# ---- design 1 ----
<file path="src/rtl/delay_line_pkg.sv">
// Shared sizing helpers and default parameters for the delay_line_fifo slice.
package delay_line_pkg;

  localparam int DEF_WIDTH    = 8;
  localparam int DEF_FIFO_LEN = 2;

  // The fill counter must be able to hold the value len itself, not just len-1.
  function automatic int cnt_width(int len);
    return $clog2(len + 1);
  endfunction

endpackage

</file>
<file path="src/rtl/delay_stage.sv">
// One register of the delay chain; clears to zero on the asynchronous active-low reset.
module delay_stage
  import delay_line_pkg::*;
#(
  parameter int WIDTH = DEF_WIDTH
) (
  input  logic             clk,
  input  logic             rst,
  input  logic [WIDTH-1:0] d,
  output logic [WIDTH-1:0] q
);

  always_ff @(posedge clk or negedge rst) begin
    if (!rst) q <= '0;
    else      q <= d;
  end

endmodule

</file>
<file path="src/rtl/delay_line_fifo.sv">
// Fixed-latency delay line: FIFO_LEN register stages plus a saturating fill counter for o_valid.
// Define DELAY_LINE_ASSERT_EN to compile in the SVA protocol checks.
module delay_line_fifo
  import delay_line_pkg::*;
#(
  parameter int WIDTH    = DEF_WIDTH,
  parameter int FIFO_LEN = DEF_FIFO_LEN
) (
  input  logic             clk,
  input  logic             rst,
  input  logic [WIDTH-1:0] i_data,
  output logic [WIDTH-1:0] o_data,
  output logic             o_valid
);

  localparam int            CW   = cnt_width(FIFO_LEN);
  localparam logic [CW-1:0] FULL = CW'(FIFO_LEN);

  if (FIFO_LEN < 1) begin : g_bad_len
    $error("delay_line_fifo: FIFO_LEN must be at least 1");
  end

  logic [WIDTH-1:0] stage [FIFO_LEN];
  logic [CW-1:0]    valid_counter;

  for (genvar k = 0; k < FIFO_LEN; k++) begin : g_stage
    if (k == 0) begin : g_head
      delay_stage #(.WIDTH(WIDTH)) u_stage (
        .clk (clk),
        .rst (rst),
        .d   (i_data),
        .q   (stage[0])
      );
    end else begin : g_tail
      delay_stage #(.WIDTH(WIDTH)) u_stage (
        .clk (clk),
        .rst (rst),
        .d   (stage[k-1]),
        .q   (stage[k])
      );
    end
  end

  // Counts edges since reset and parks at FULL, so o_valid is sticky until the next reset.
  always_ff @(posedge clk or negedge rst) begin
    if (!rst)                     valid_counter <= '0;
    else if (valid_counter != FULL) valid_counter <= valid_counter + CW'(1);
  end

  assign o_data  = stage[FIFO_LEN-1];
  assign o_valid = (valid_counter == FULL);

`ifdef DELAY_LINE_ASSERT_EN
  always_comb begin
    if (!rst) a_valid_low_in_reset: assert (!o_valid);
  end

  a_cnt_bounded: assert property (@(posedge clk) valid_counter <= FULL);

  a_valid_sticky: assert property (@(posedge clk) disable iff (!rst)
    o_valid |=> o_valid);

  a_data_latency: assert property (@(posedge clk) disable iff (!rst)
    o_valid |-> (o_data == $past(i_data, FIFO_LEN)));
`else
  // Checks not compiled; datapath and counter are unaffected.
`endif

endmodule

</file>
<file path="config.mk">
export PLATFORM = sky130hd
export DESIGN_NAME = delay_line_fifo
export DESIGN_NICKNAME = d
export VERILOG_FILES = /design/src/rtl/delay_line_pkg.sv /design/src/rtl/delay_stage.sv /design/src/rtl/delay_line_fifo.sv
export SDC_FILE = /design/constraint.sdc
export NUM_CORES = 1
export LEC_CHECK = 0
export ABC_AREA = 1
export CAP_MARGIN = 20
export CORE_AREA = 2 2 39 41
export DETAILED_ROUTE_END_ITERATION = 12
export DIE_AREA = 0 0 41 43
export GPL_TIMING_DRIVEN = 0
export PLACE_DENSITY = 0.82
export SYNTH_ARGS = -nofsm -noshare
export SYNTH_HDL_FRONTEND = slang
export SYNTH_SLANG_ARGS = --single-unit
</file>
<file path="constraint.sdc">
create_clock -name clk -period 1 [get_ports clk]
set_input_delay 0.1 -clock clk [delete_from_list [all_inputs] [get_ports clk]]
set_output_delay 0.1 -clock clk [all_outputs]
set_load 0.03 [all_outputs]
</file>
# ---- design 2 ----
$ cat src/rtl/display_tilemap_scroll.sv
// Tile-map background layer on the RGBStr pixel stream: wrap-around map with
// frame-latched X/Y scroll, per-tile flips, pixel replication and a transparency key.
module display_tilemap_scroll #(
    parameter int TAB_W      = 40,
    parameter int TAB_H      = 30,
    parameter int TILE_LOG2  = 4,
    parameter int NBMP_LOG2  = 4,
    parameter int SCALE_LOG2 = 0,
    parameter int TAB_AW     = 11,
    parameter int TAB_DW     = 6,
    parameter int BMP_AW     = 12,
    parameter int PX_DW      = 3,
    parameter int TRANSP     = 0
) (
    input  logic              px_clk,
    input  logic              rst_n,
    input  logic              en,
    input  logic [9:0]        scroll_x,
    input  logic [9:0]        scroll_y,
    input  logic [25:0]       RGBStr_i,
    input  logic [TAB_DW-1:0] TabDat,
    input  logic [PX_DW-1:0]  BmpDat,
    output logic [TAB_AW-1:0] TabAdd,
    output logic [BMP_AW-1:0] BmpAdd,
    output logic [25:0]       RGBStr_o
);

    // Stream word layout: {HS, VS, XC[9:0], YC[9:0], Active, RGB[PX_DW-1:0]}
    localparam int ACT_BIT = PX_DW;
    localparam int YC_LSB  = PX_DW + 1;
    localparam int XC_LSB  = PX_DW + 11;

    localparam logic [10:0] MAP_PW = 11'(TAB_W << TILE_LOG2);
    localparam logic [10:0] MAP_PH = 11'(TAB_H << TILE_LOG2);

    logic [10:0]          sx_q, sx_d, sy_q, sy_d;
    logic [TAB_AW-1:0]    tab_add_q, tab_add_d;
    logic [TILE_LOG2-1:0] offx_q, offx_d, offy_q, offy_d;
    logic [25:0]          s0_q, s1_q;
    logic                 en0_q, en1_q;
    logic [BMP_AW-1:0]    bmp_add_q, bmp_add_d;
    logic [25:0]          out_q, out_d;

    logic [9:0]  xc, yc;
    logic        origin;
    logic [10:0] sx_red, sy_red, xs, ys, vx, vy, col, row;
    logic [31:0] lin;

    always_comb begin
        xc     = RGBStr_i[XC_LSB +: 10];
        yc     = RGBStr_i[YC_LSB +: 10];
        origin = (xc == 10'd0) && (yc == 10'd0);

        sx_red = ({1'b0, scroll_x} >= MAP_PW) ? ({1'b0, scroll_x} - MAP_PW) : {1'b0, scroll_x};
        sy_red = ({1'b0, scroll_y} >= MAP_PH) ? ({1'b0, scroll_y} - MAP_PH) : {1'b0, scroll_y};

        // The newly latched scroll already applies to the origin pixel itself.
        sx_d = origin ? sx_red : sx_q;
        sy_d = origin ? sy_red : sy_q;

        xs = {1'b0, xc >> SCALE_LOG2} + sx_d;
        ys = {1'b0, yc >> SCALE_LOG2} + sy_d;
        vx = (xs >= MAP_PW) ? (xs - MAP_PW) : xs;
        vy = (ys >= MAP_PH) ? (ys - MAP_PH) : ys;

        col       = vx >> TILE_LOG2;
        row       = vy >> TILE_LOG2;
        lin       = 32'(row) * 32'(TAB_W) + 32'(col);
        tab_add_d = TAB_AW'(lin);
        offx_d    = vx[TILE_LOG2-1:0];
        offy_d    = vy[TILE_LOG2-1:0];
    end

    logic [NBMP_LOG2-1:0] idx;
    logic [TILE_LOG2-1:0] fx, fy;

    always_comb begin
        idx       = TabDat[NBMP_LOG2-1:0];
        fx        = TabDat[NBMP_LOG2]     ? ~offx_q : offx_q;
        fy        = TabDat[NBMP_LOG2 + 1] ? ~offy_q : offy_q;
        bmp_add_d = {idx, fy, fx};
    end

    always_comb begin
        out_d = s1_q;
        if (s1_q[ACT_BIT] && en1_q && (BmpDat != PX_DW'(TRANSP))) begin
            out_d[PX_DW-1:0] = BmpDat;
        end
    end

    always_ff @(posedge px_clk) begin
        if (!rst_n) begin
            sx_q      <= '0;
            sy_q      <= '0;
            tab_add_q <= '0;
            offx_q    <= '0;
            offy_q    <= '0;
            s0_q      <= '0;
            en0_q     <= 1'b0;
            bmp_add_q <= '0;
            s1_q      <= '0;
            en1_q     <= 1'b0;
            out_q     <= '0;
        end else begin
            sx_q      <= sx_d;
            sy_q      <= sy_d;
            tab_add_q <= tab_add_d;
            offx_q    <= offx_d;
            offy_q    <= offy_d;
            s0_q      <= RGBStr_i;
            en0_q     <= en;
            bmp_add_q <= bmp_add_d;
            s1_q      <= s0_q;
            en1_q     <= en0_q;
            out_q     <= out_d;
        end
    end

    assign TabAdd   = tab_add_q;
    assign BmpAdd   = bmp_add_q;
    assign RGBStr_o = out_q;

endmodule
$ cat config.mk
export PLATFORM = sky130hd
export DESIGN_NAME = display_tilemap_scroll
export DESIGN_NICKNAME = d
export VERILOG_FILES = /design/src/rtl/display_tilemap_scroll.sv
export SDC_FILE = /design/constraint.sdc
export NUM_CORES = 1
export LEC_CHECK = 0
export CAP_MARGIN = 0
export CORE_MARGIN = 2
export CORE_UTILIZATION = 54
export CTS_BUF_LIST = sky130_fd_sc_hd__clkbuf_8
export DETAILED_ROUTE_END_ITERATION = 7
export PLACE_DENSITY = 0.8
export SETUP_SLACK_MARGIN = 0.5
export SLEW_MARGIN = 10
export SYNTH_ARGS = -nofsm -noshare
export SYNTH_HDL_FRONTEND = slang
export SYNTH_SLANG_ARGS = --single-unit
$ cat constraint.sdc
create_clock -name px_clk -period 8.7 [get_ports px_clk]
set_clock_uncertainty 0.15 [all_clocks]
set_input_delay 1.305 -clock px_clk [delete_from_list [all_inputs] [get_ports px_clk]]
set_output_delay 1.305 -clock px_clk [all_outputs]
set_load 0.005 [all_outputs]
==> design_2/ff_map.png <==
Scale: 6 px per µm. Other sequential cells in the stronger gray, the rest of the logic in the fainter gray.
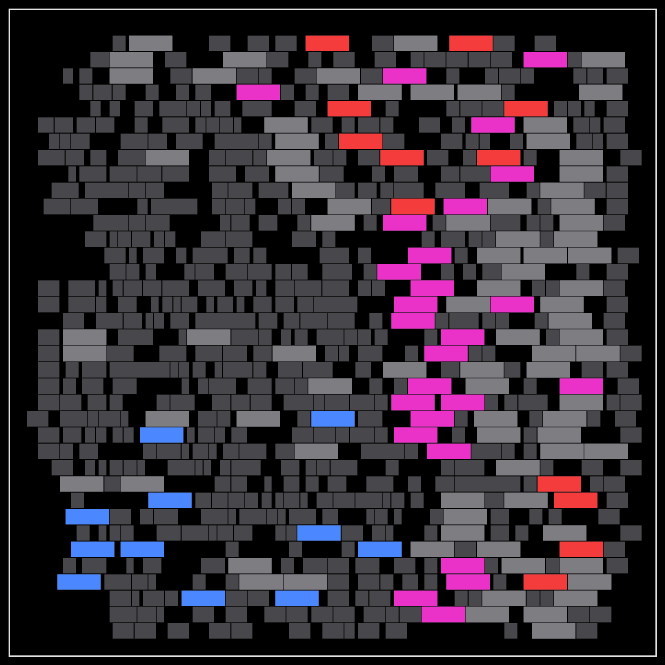
Key: red = BmpAdd [flops 12]; blue = sx_q [flops 11]; magenta = s0_q [flops 26]

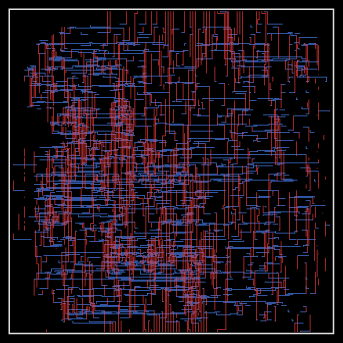
(design_2/layers.png)
Scale: 3 px per µm. Two of the layers only.
Key: blue = M1 [wire length 5,120 µm]; red = M2 [wire length 5,570 µm]

==> impl_metrics.tcl, design 2 <==
# implementation run metrics
set metrics [dict create \
    yosys-stat-area_mm2 0.00579 \
    intPower_uw 977 \
    cpMaxStageDelayCell "clkdlybuf4s50_1" \
    die_area_mm2 0.0116 \
    r2r_cells 20 \
    p_per_area_mw_per_mm2 180 \
    drc 0 \
    root_buffer "clkbuf_8" \
    synth_stat.cells 548 \
    portBuffers 106 \
    routedWlPerCell_um 14.4 \
    final_cell_mix "dfxtp_1 (133), and2_1 (123), clkdlybuf4s50_1 (105)" \
    wl_met3_um 538 \
    grt_remaining_overflow 0 \
    synth-main-ff-cell "dfxtp_1" \
    setup_viol 0 \
    worst-r2r-setup-slack_ns 3.21 \
    wl_met2_um 5570 \
    dr.max_layer_used "met4" \
    status "finished, final reports clean" \
    insertedDiodeCount 0 \
    ios 107 \
    setup-tns-final_ns 0 \
    worstPathRequired_ns 8.86 \
    grt_usage_pct 21.1 \
    finalClockPeriodUsage_pct 85.7 \
    grt_pass1_vias 4197 \
    crit_path_frequent_cell "ha_1" \
    drv_cap 0 \
    edf_count 0 \
    die_y_um 108 \
    postCtsSetupRepairBufs 0 \
    slew_violations 0 \
    sequentialPowerShare_pct 48.6 \
]
==> design 2: area by class of cell <==
cell class	count	area [µm²]
clock buffer	17	234
clock inverter	15	159
fill	773	3000
inverter	12	45.0
multi-input combinational	387	3020
sequential	133	2660
tap	136	170
timing repair buffer	108	1070
==> design 2: stage by stage <==
step | instance area, µm² | utilization, % | setup slack, ns
final | 7370 | 71.0 | 1.25
after global routing | 7370 | 71.0 | 0.910
after CTS | 7370 | 71.0 | 1.40
after detailed placement | 6970 | 67.2 | 0.967
after global placement | 6970 | 67.2 | 1.19
after floorplan | 5790 | - | 1.53
==> design 2: critical path: cells and delay by family <==
kind / cells / cell delay, ns
compound gates: 8 / 1.59
simple gates: 6 / 1.34
buf+inv: 2 / 0.84
xor+xnor: 3 / 0.78
fa+ha+maj: 3 / 0.99
mux: 2 / 0.75
==> design 2: sequential cells by signal, summed over array words and instances (netlist names) <==
name and flops:
BmpAdd 12, RGBStr_o 26, TabAdd 11, en0_q 1
en1_q 1, offx_q 4, offy_q 4, s0_q 26
s1_q 26, sx_q 11, sy_q 11
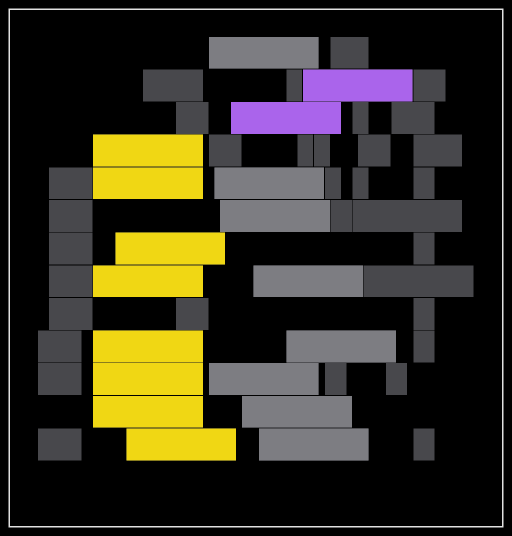
(design_1/ff_map.png)
Scale: 12 px per µm. Other sequential cells in the stronger gray, the rest of the logic in the fainter gray.
Key: purple = valid_counter [flops 2]; yellow = g_stage.g_head.u_stage.q [flops 8]
Another 8 sequential cells are not colored.

==> impl_metrics.tcl, design 1 <==
# implementation run metrics
set metrics [dict create \
    status "finished with violations" \
    violations "negative setup slack" \
    routedWlPerCell_um 11.2 \
    rsz0062_at_grt "true" \
    floorplan.nets 39 \
    largest_class "sequential cells" \
    wl_met2_um 372 \
    die_area_mm2 0.00176 \
    cts_tree "built" \
    critPathArrivalTime_ns 1.00 \
    portBuffers 18 \
    regArea_um2 450 \
    criticalPathCategory "reg2out" \
    fp.dieW_um 41 \
    dp_slack_ns -0.352 \
    final.setup.worst_slack_ns -0.0961 \
    drv_cap 0 \
    wl_met3_um 91 \
    async_reset_ff_share_pct 100 \
    grt_max_degree 19 \
    final_cell_mix "dfrtp_1 (18), clkdlybuf4s50_1 (9), buf_2 (8)" \
    place_congestion 0.608 \
    critPathMaxFanout 2 \
    crit_buf_inv 1 \
    clkbuf_count 4 \
    setup_viol 1 \
    logic_area_um2 73.8 \
    final_antenna_net_count 0 \
    nonClkBufAreaFrac_pct 21.0 \
    seq_share_pct 60.5 \
    clk_latency_ns 0.28 \
    numCtsBuffers 3 \
    tool_warnings 29 \
    synth_seq_share_pct 89.6 \
    crit_family "flip-flops" \
    drt-initial-drc-count 0 \
    insertedDiodeCount 0 \
    globalRouteMet1Util_pct 14.0 \
    drt-met1-wl_um 286 \
]
-- design 1: path summary, 6_finish.rpt --
| kind | startpoint | end |
|---|---|---|
| worst max-delay path | valid_counter[1] | o_valid |
| worst min-delay path | rst | valid_counter[1] |
| worst max register to register | valid_counter[0] | valid_counter[0] |
| worst min register to register | g_stage[0].g_head.u_stage.q[4] | g_stage[1].g_tail.u_stage.q[4] |
| max in group asynchronous | rst | g_stage[0].g_head.u_stage.q[3] |
| min in group clk | i_data[0] | g_stage[0].g_head.u_stage.q[0] |
-- design 1: kinds of logic (layout without fill, tap and decap cells) --
group	Yosys count	after routing	share of synthesized area (%)
flops	18	18	89.6
simple gates	4	4	2.98
fa+ha+maj	2	2	4.97
buf+inv	2	26	1.49
compound gates	1	1	0.994
-- design 1: report_power, final --
| group | total [mW] | switching [mW] | internal, mW |
|---|---|---|---|
| logic | 0.0979 | 0.0565 | 0.0415 |
| registers | 0.768 | 0.00838 | 0.760 |
| clock network | 0.419 | 0.197 | 0.221 |
| total | 1.28 | 0.262 | 1.02 |
-- design 1: what timing repair did --
item,CTS,global route
setup buffers,2,0
setup endpoints to repair,9,3
gates resized,52,1
hold buffers,0,0
pin swaps,1,0

## Gallery

M3 wires.
(a)
Scale: 3 px per µm.
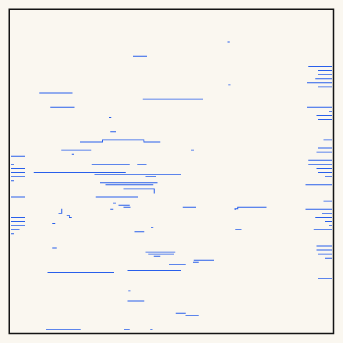
(b)
Scale: 8 px per µm.
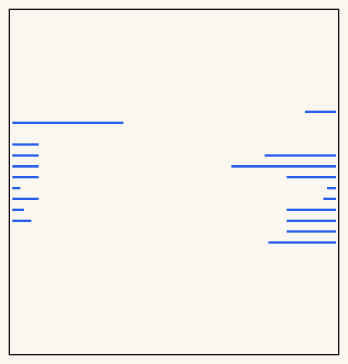
Of these, largest die: (a)
- (a) = design 2
- (b) = design 1

Key to (a):
The longest straight run is 30.4 µm. The wires run mostly horizontal. The layer carries 539 µm of wire. The layer holds 4.6% of the routed length. 73 nets have wire on it.


# ---- design 3 ----
**src/rtl/req_ack_responder.sv**
```systemverilog
`default_nettype none
// ============================================================================
// Module      : req_ack_responder
// Description : Responder side of a four-phase req/ack handshake. Captures
//               the request payload, raises ack after ACK_DLY clock edges,
//               returns payload+1 while ack is high, and flags an initiator
//               that withdraws req before it has been acknowledged.
// Revision    : 1.0 - initial release
// ============================================================================
module req_ack_responder #(
  parameter int DW      = 8,
  parameter int ACK_DLY = 2,   // legal range 0..15
  parameter int CNT_W   = 16
) (
  input  logic             clk,
  input  logic             rst_n,
  input  logic             req,
  input  logic [DW-1:0]    req_data,
  output logic             ack,
  output logic [DW-1:0]    rsp_data,
  output logic             busy,
  output logic             err,
  output logic [CNT_W-1:0] txn_cnt
);

  typedef enum logic [1:0] {
    S_IDLE  = 2'd0,
    S_WAIT  = 2'd1,
    S_ACK   = 2'd2,
    S_DRAIN = 2'd3
  } state_t;

  localparam logic [3:0] c_ACK_DLY  = 4'(ACK_DLY);
  localparam logic [3:0] c_DCNT_ONE = 4'd1;

  state_t           r_state;
  state_t           w_state_nxt;
  logic [3:0]       r_dcnt;
  logic [3:0]       w_dcnt_nxt;
  logic [DW-1:0]    r_cap;
  logic [DW-1:0]    w_cap_nxt;
  logic [DW-1:0]    r_rsp;
  logic [DW-1:0]    w_rsp_src;
  logic             r_err;
  logic             w_err_nxt;
  logic [CNT_W-1:0] r_cnt;
  logic             w_ack_entry;

  // State register; reset aborts any transaction in flight without a clock.
  always_ff @(posedge clk or negedge rst_n) begin
    if (!rst_n) begin
      r_state <= S_IDLE;
    end else begin
      r_state <= w_state_nxt;
    end
  end

  // Next-state decode, delay countdown, payload capture and abort detection.
  always_comb begin
    w_state_nxt = r_state;
    w_dcnt_nxt  = r_dcnt;
    w_cap_nxt   = r_cap;
    w_err_nxt   = 1'b0;
    w_ack_entry = 1'b0;
    w_rsp_src   = r_cap;
    case (r_state)
      S_IDLE: begin
        if (req) begin
          // With zero delay the response is built from the live payload,
          // because the capture register is only written on this same edge.
          w_cap_nxt = req_data;
          w_rsp_src = req_data;
          if (ACK_DLY == 0) begin
            w_state_nxt = S_ACK;
            w_ack_entry = 1'b1;
          end else begin
            w_dcnt_nxt  = c_ACK_DLY;
            w_state_nxt = S_WAIT;
          end
        end
      end
      S_WAIT: begin
        if (!req) begin
          w_err_nxt   = 1'b1;
          w_dcnt_nxt  = 4'd0;
          w_state_nxt = S_IDLE;
        end else if (r_dcnt == c_DCNT_ONE) begin
          w_dcnt_nxt  = 4'd0;
          w_state_nxt = S_ACK;
          w_ack_entry = 1'b1;
        end else begin
          w_dcnt_nxt = r_dcnt - c_DCNT_ONE;
        end
      end
      S_ACK: begin
        if (!req) begin
          w_state_nxt = S_DRAIN;
        end
      end
      S_DRAIN: begin
        // One guaranteed low cycle on ack; req is not looked at here.
        w_state_nxt = S_IDLE;
      end
      default: begin
        w_state_nxt = S_IDLE;
      end
    endcase
  end

  // Datapath registers: delay counter, capture, response, error pulse, count.
  always_ff @(posedge clk or negedge rst_n) begin
    if (!rst_n) begin
      r_dcnt <= 4'd0;
      r_cap  <= '0;
      r_rsp  <= '0;
      r_err  <= 1'b0;
      r_cnt  <= '0;
    end else begin
      r_dcnt <= w_dcnt_nxt;
      r_cap  <= w_cap_nxt;
      r_err  <= w_err_nxt;
      if (w_ack_entry) begin
        r_rsp <= w_rsp_src + DW'(1);
        r_cnt <= r_cnt + CNT_W'(1);
      end
    end
  end

  assign ack      = (r_state == S_ACK);
  assign busy     = (r_state != S_IDLE);
  assign rsp_data = r_rsp;
  assign err      = r_err;
  assign txn_cnt  = r_cnt;

endmodule
`default_nettype wire
```
**config.mk**
```make
export PLATFORM = sky130hd
export DESIGN_NAME = req_ack_responder
export DESIGN_NICKNAME = d
export VERILOG_FILES = /design/src/rtl/req_ack_responder.sv
export SDC_FILE = /design/constraint.sdc
export NUM_CORES = 1
export LEC_CHECK = 0
export CORE_AREA = 8 8 70 87
export CTS_BUF_LIST = sky130_fd_sc_hd__clkbuf_2
export DETAILED_ROUTE_END_ITERATION = 8
export DIE_AREA = 0 0 78 95
export HOLD_SLACK_MARGIN = 0.05
export SYNTH_ARGS = -nofsm -noshare
export SYNTH_HDL_FRONTEND = slang
export SYNTH_SLANG_ARGS = --single-unit
```
**constraint.sdc**
```tcl
create_clock -name clk -period 4.2 [get_ports clk]
set_input_delay 0.42 -clock clk [delete_from_list [all_inputs] [get_ports clk]]
set_output_delay 0.42 -clock clk [all_outputs]
set_load 0.01 [all_outputs]
```
# ---- design 4 ----
[src/rtl/bit_serializer.sv]
// Parallel-to-serial front end: W-bit words enter a DEPTH-entry FIFO over
// valid/ready and leave one bit per clock on ser_out, gapless across words.
module bit_serializer #(
    parameter int W         = 8,
    parameter int DEPTH     = 4,
    parameter bit MSB_FIRST = 1'b1
) (
    input  logic         clk,
    input  logic         rst,
    input  logic [W-1:0] in_data,
    input  logic         in_valid,
    output logic         in_ready,
    output logic         ser_out,
    output logic         ser_active,
    output logic         busy
);

    localparam int CW = $clog2(W);
    localparam int PW = $clog2(DEPTH);
    localparam logic [PW:0]   FULL_CNT = (PW+1)'(DEPTH);
    localparam logic [CW-1:0] LAST_CNT = CW'(W-1);

    typedef enum logic {IDLE, SHIFT} state_t;

    state_t         state, state_nx;
    logic [W-1:0]   mem [DEPTH];
    logic [PW-1:0]  wr_ptr, rd_ptr;
    logic [PW:0]    count;
    logic [W-1:0]   shreg;
    logic [W-1:0]   head;
    logic [CW-1:0]  cnt;
    logic           push, load;

    // Handshake: a word transfers on a rising edge where in_valid && in_ready.
    // in_ready depends only on the registered occupancy, never on a same-edge pop.
    assign in_ready = (count != FULL_CNT);
    assign push     = in_valid && in_ready;
    assign head     = mem[rd_ptr];
    assign busy     = (count != '0) || (state == SHIFT);

    always_ff @(posedge clk) begin
        if (rst) state <= IDLE;
        else     state <= state_nx;
    end

    // A load pops the FIFO head; at the end of a word the next one is taken
    // on the same edge so the serial stream has no gap.
    always_comb begin
        state_nx = state;
        load     = 1'b0;
        case (state)
            IDLE: begin
                if (count != '0) begin
                    load     = 1'b1;
                    state_nx = SHIFT;
                end
            end
            SHIFT: begin
                if (cnt == '0) begin
                    if (count != '0) load     = 1'b1;
                    else             state_nx = IDLE;
                end
            end
            default: state_nx = IDLE;
        endcase
    end

    always_ff @(posedge clk) begin
        if (push) mem[wr_ptr] <= in_data;
    end

    always_ff @(posedge clk) begin
        if (rst) begin
            wr_ptr <= '0;
            rd_ptr <= '0;
            count  <= '0;
        end else begin
            if (push) wr_ptr <= wr_ptr + PW'(1);
            if (load) rd_ptr <= rd_ptr + PW'(1);
            case ({push, load})
                2'b10:   count <= count + (PW+1)'(1);
                2'b01:   count <= count - (PW+1)'(1);
                default: count <= count;
            endcase
        end
    end

    // The first bit goes straight to ser_out on load; shreg keeps the rest
    // aligned so the outgoing bit is always at the same end.
    always_ff @(posedge clk) begin
        if (rst) begin
            shreg      <= '0;
            cnt        <= '0;
            ser_out    <= 1'b0;
            ser_active <= 1'b0;
        end else if (load) begin
            cnt        <= LAST_CNT;
            ser_active <= 1'b1;
            if (MSB_FIRST) begin
                ser_out <= head[W-1];
                shreg   <= {head[W-2:0], 1'b0};
            end else begin
                ser_out <= head[0];
                shreg   <= {1'b0, head[W-1:1]};
            end
        end else if (state == SHIFT && cnt != '0) begin
            cnt <= cnt - CW'(1);
            if (MSB_FIRST) begin
                ser_out <= shreg[W-1];
                shreg   <= {shreg[W-2:0], 1'b0};
            end else begin
                ser_out <= shreg[0];
                shreg   <= {1'b0, shreg[W-1:1]};
            end
        end else begin
            ser_out    <= 1'b0;
            ser_active <= 1'b0;
        end
    end

endmodule

[config.mk]
export PLATFORM = sky130hd
export DESIGN_NAME = bit_serializer
export DESIGN_NICKNAME = d
export VERILOG_FILES = /design/src/rtl/bit_serializer.sv
export SDC_FILE = /design/constraint.sdc
export NUM_CORES = 1
export LEC_CHECK = 0
export CELL_PAD_IN_SITES_DETAIL_PLACEMENT = 0
export CELL_PAD_IN_SITES_GLOBAL_PLACEMENT = 2
export CORE_MARGIN = 4
export CORE_UTILIZATION = 44
export CTS_BUF_LIST = sky130_fd_sc_hd__clkbuf_16
export DETAILED_ROUTE_END_ITERATION = 10
export GPL_ROUTABILITY_DRIVEN = 0
export GPL_TIMING_DRIVEN = 0
export HOLD_SLACK_MARGIN = 0.1
export PLACE_DENSITY = 0.85
export SETUP_SLACK_MARGIN = 0.1
export SYNTH_ARGS = -nofsm -noshare
export SYNTH_HDL_FRONTEND = slang
export SYNTH_SLANG_ARGS = --single-unit
[constraint.sdc]
create_clock -name clk -period 7.3 [get_ports clk]
set_clock_uncertainty 0.05 [all_clocks]
set_input_delay 1.46 -clock clk [delete_from_list [all_inputs] [get_ports clk]]
set_output_delay 1.46 -clock clk [all_outputs]
set_load 0.01 [all_outputs]

## Gallery

Routed metal, one color a layer.
Scale: 4 px per µm. Two of the layers only.
picture 1
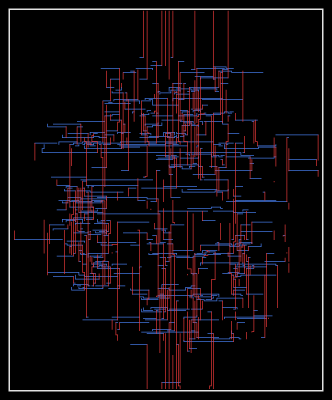
picture 2
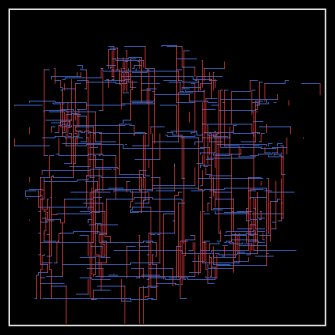
Picture 2 is design 4.
Picture 1 is design 3.
- largest die: picture 1

==> design_4/class_map.png <==
Scale: 4 px per µm.
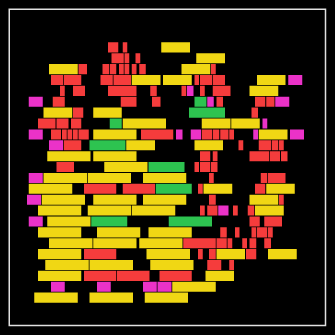
Key: magenta = remaining buffers and delay cells [cells 20]; red = remaining logic cells [cells 97]; yellow = registers [cells 54]; green = clock drivers and dummy loads [cells 8]

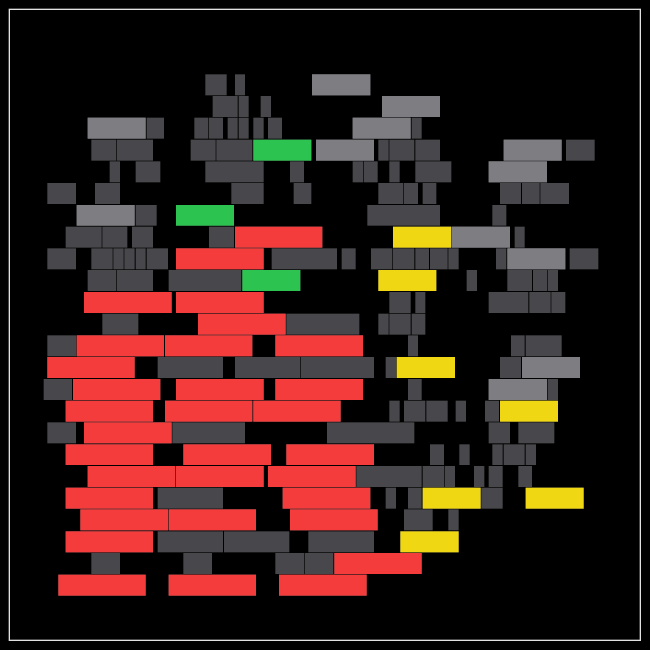
(design_4/ff_map.png)
Scale: 8 px per µm. Other sequential cells in the stronger gray, the rest of the logic in the fainter gray.
Key: green = count [flops 3]; yellow = shreg [flops 7]; red = mem [flops 32]

==> impl_metrics.tcl, design 4 <==
# implementation run metrics
set metrics [dict create \
    fp.dieW_um 78.7 \
    finalClockPeriodUsage_pct 45.4 \
    dp_slack_ns 3.69 \
    tightest_slew_ns 0.527 \
    grt_usage_pct 13.6 \
    crit_cells 9 \
    place_area_mm2 0.00241 \
    synth-main-ff-cell "edfxtp_1" \
    design_area_mm2 0.00259 \
    vias 1251 \
    p_leak_nw 0.927 \
    slew_violations 0 \
    coreArea_mm2 0.00479 \
    crit_path_end_kind "register" \
    intPower_uw 718 \
    synth_warnings 0 \
    worstPathRequired_ns 7.46 \
    simple_gate_share_pct 9.27 \
    synth_top_area_share_pct 43.7 \
    hold_viol 0 \
    max-slew-margin-rel_pct 64.9 \
    p_comb_share_pct 33.9 \
    async_reset_ff_share_pct 0 \
    drive_gt1_share_pct 18.4 \
    tool_warnings 30 \
    final_antenna_net_count 0 \
    synth.logic.top_family "simple AND/OR/NAND/NOR gates" \
    min_to "ser_active" \
    synthCells 158 \
    die_area_mm2 0.00619 \
    edf_count 32 \
    status "finished, final reports clean" \
    dp_cells 238 \
]
design 4: state kept, by name, summed over array words and instances, names as in the netlist, named ones only:
register	count
state	1
cnt	3
shreg	7
rd_ptr	2
ser_out	1
mem	32
ser_active	1
wr_ptr	2
count	3
design 4: power by group through the flow:
stage                     registers, mW  logic, mW  clock network [mW]
after global placement            0.426      0.349                   0
after global routing              0.431      0.403               0.288
after CTS                         0.424      0.361               0.273
after detailed placement          0.431      0.359                   0
final                             0.423      0.355               0.267
after floorplan                   0.421      0.269                   0
design 4: metal layers:
metal | track usage, % | routed length [µm] | up-vias
met3 | 3.51 | 139 | 9
met4 | 5.94 | 69 | 0
met2 | 22.7 | 1820 | 22
met1 | 16.8 | 1650 | 605
li1 | - | - | 615
met5 | 0 | 0 | -
design 4: area by class of cell:
type	instances	area [µm²]
clock inverter	3	47.5
inverter	10	42.5
sequential	54	1400
tap	67	83.8
timing repair buffer	13	130
fill	385	2200
multi-input combinational	87	718
clock buffer	5	125
buffer	7	37.5
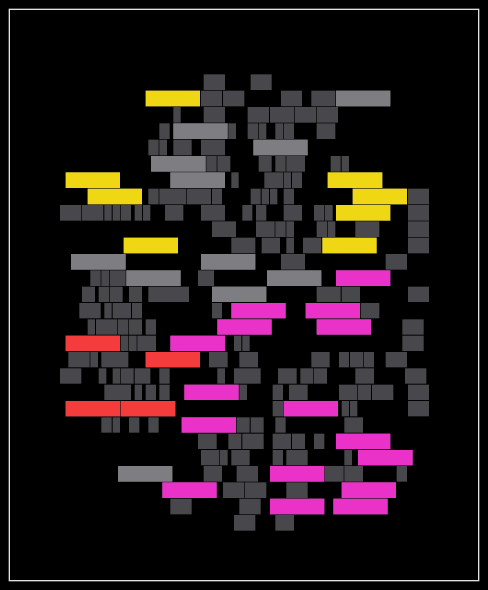
(design_3/ff_map.png)
Scale: 6 px per µm. Other sequential cells in the stronger gray, the rest of the logic in the fainter gray.
Key: red = r_dcnt [flops 4]; magenta = txn_cnt [flops 16]; yellow = rsp_data [flops 8]

==> impl_metrics.tcl, design 3 <==
# implementation run metrics
set metrics [dict create \
    simple_gate_share_pct 18.4 \
    grt_usage_pct 11.3 \
    mux_area_share_pct 6.11 \
    synth_seq_share_pct 52.9 \
    r2r_end "rsp_data[6]" \
    tool_warnings 27 \
    status "finished, final reports clean" \
    place_hpwl_um 2920 \
    cts_tree "built" \
    drv_cap 0 \
    max-clock-path-buffers 2 \
    rsz0062_at_grt "false" \
    p_per_area_mw_per_mm2 532 \
    p_leak_nw 0.977 \
    power.total_mw 1.22 \
]
-- design 3: routing by layer --
layer  vias up  global-route usage (%)  part of all wire [%]  wire, µm
met5         -                       0                     0         0
met4         0                    4.18                   1.7        65
met3         7                    4.18                   6.1       238
met2        27                    19.6                    50      1960
met1       667                    12.4                    42      1650
li1        670                       -                     -         -
-- design 3: area by class of cell --
cell class | count | area (µm²)
Fill cell | 445 | 2400
Sequential cell | 39 | 976
Multi-Input combinational cell | 123 | 820
Timing Repair Buffer | 38 | 373
Tap cell | 60 | 75.1
Clock buffer | 7 | 35.0
Inverter | 4 | 15.0
Clock inverter | 1 | 5.00
-- design 3: power by group --
part	internal, mW	switching (mW)	total, mW	leakage (nW)
clock	0.0455	0.117	0.163	0.0330
combinational	0.259	0.222	0.481	0.435
sequential	0.483	0.0965	0.580	0.510
-- design 3: sequential cells by signal, summed over array words and instances (netlist names), named ones only --
name and count:
r_state 1, r_cap 8, txn_cnt 16, r_dcnt 4
err 1, rsp_data 8


## Gallery

Cell classes on the final placement.
panel A
Scale: 2 px per µm.
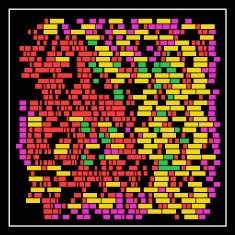
panel B
Scale: 6 px per µm.
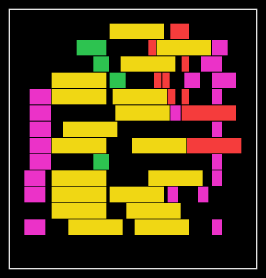
panel C
Scale: 3 px per µm.
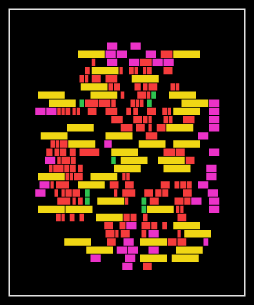
- fewest sequential cells: panel B
- largest die: panel A
Design 3 is panel C.
Design 2 is panel A.
Design 1 is panel B.

Key to panel A:
Key: yellow = registers [cells 133]; red = remaining logic cells [cells 399]; green = clock drivers and dummy loads [cells 32]; magenta = remaining buffers and delay cells [cells 108]

No activity file was given, so power comes from the tool's default toggle rates.
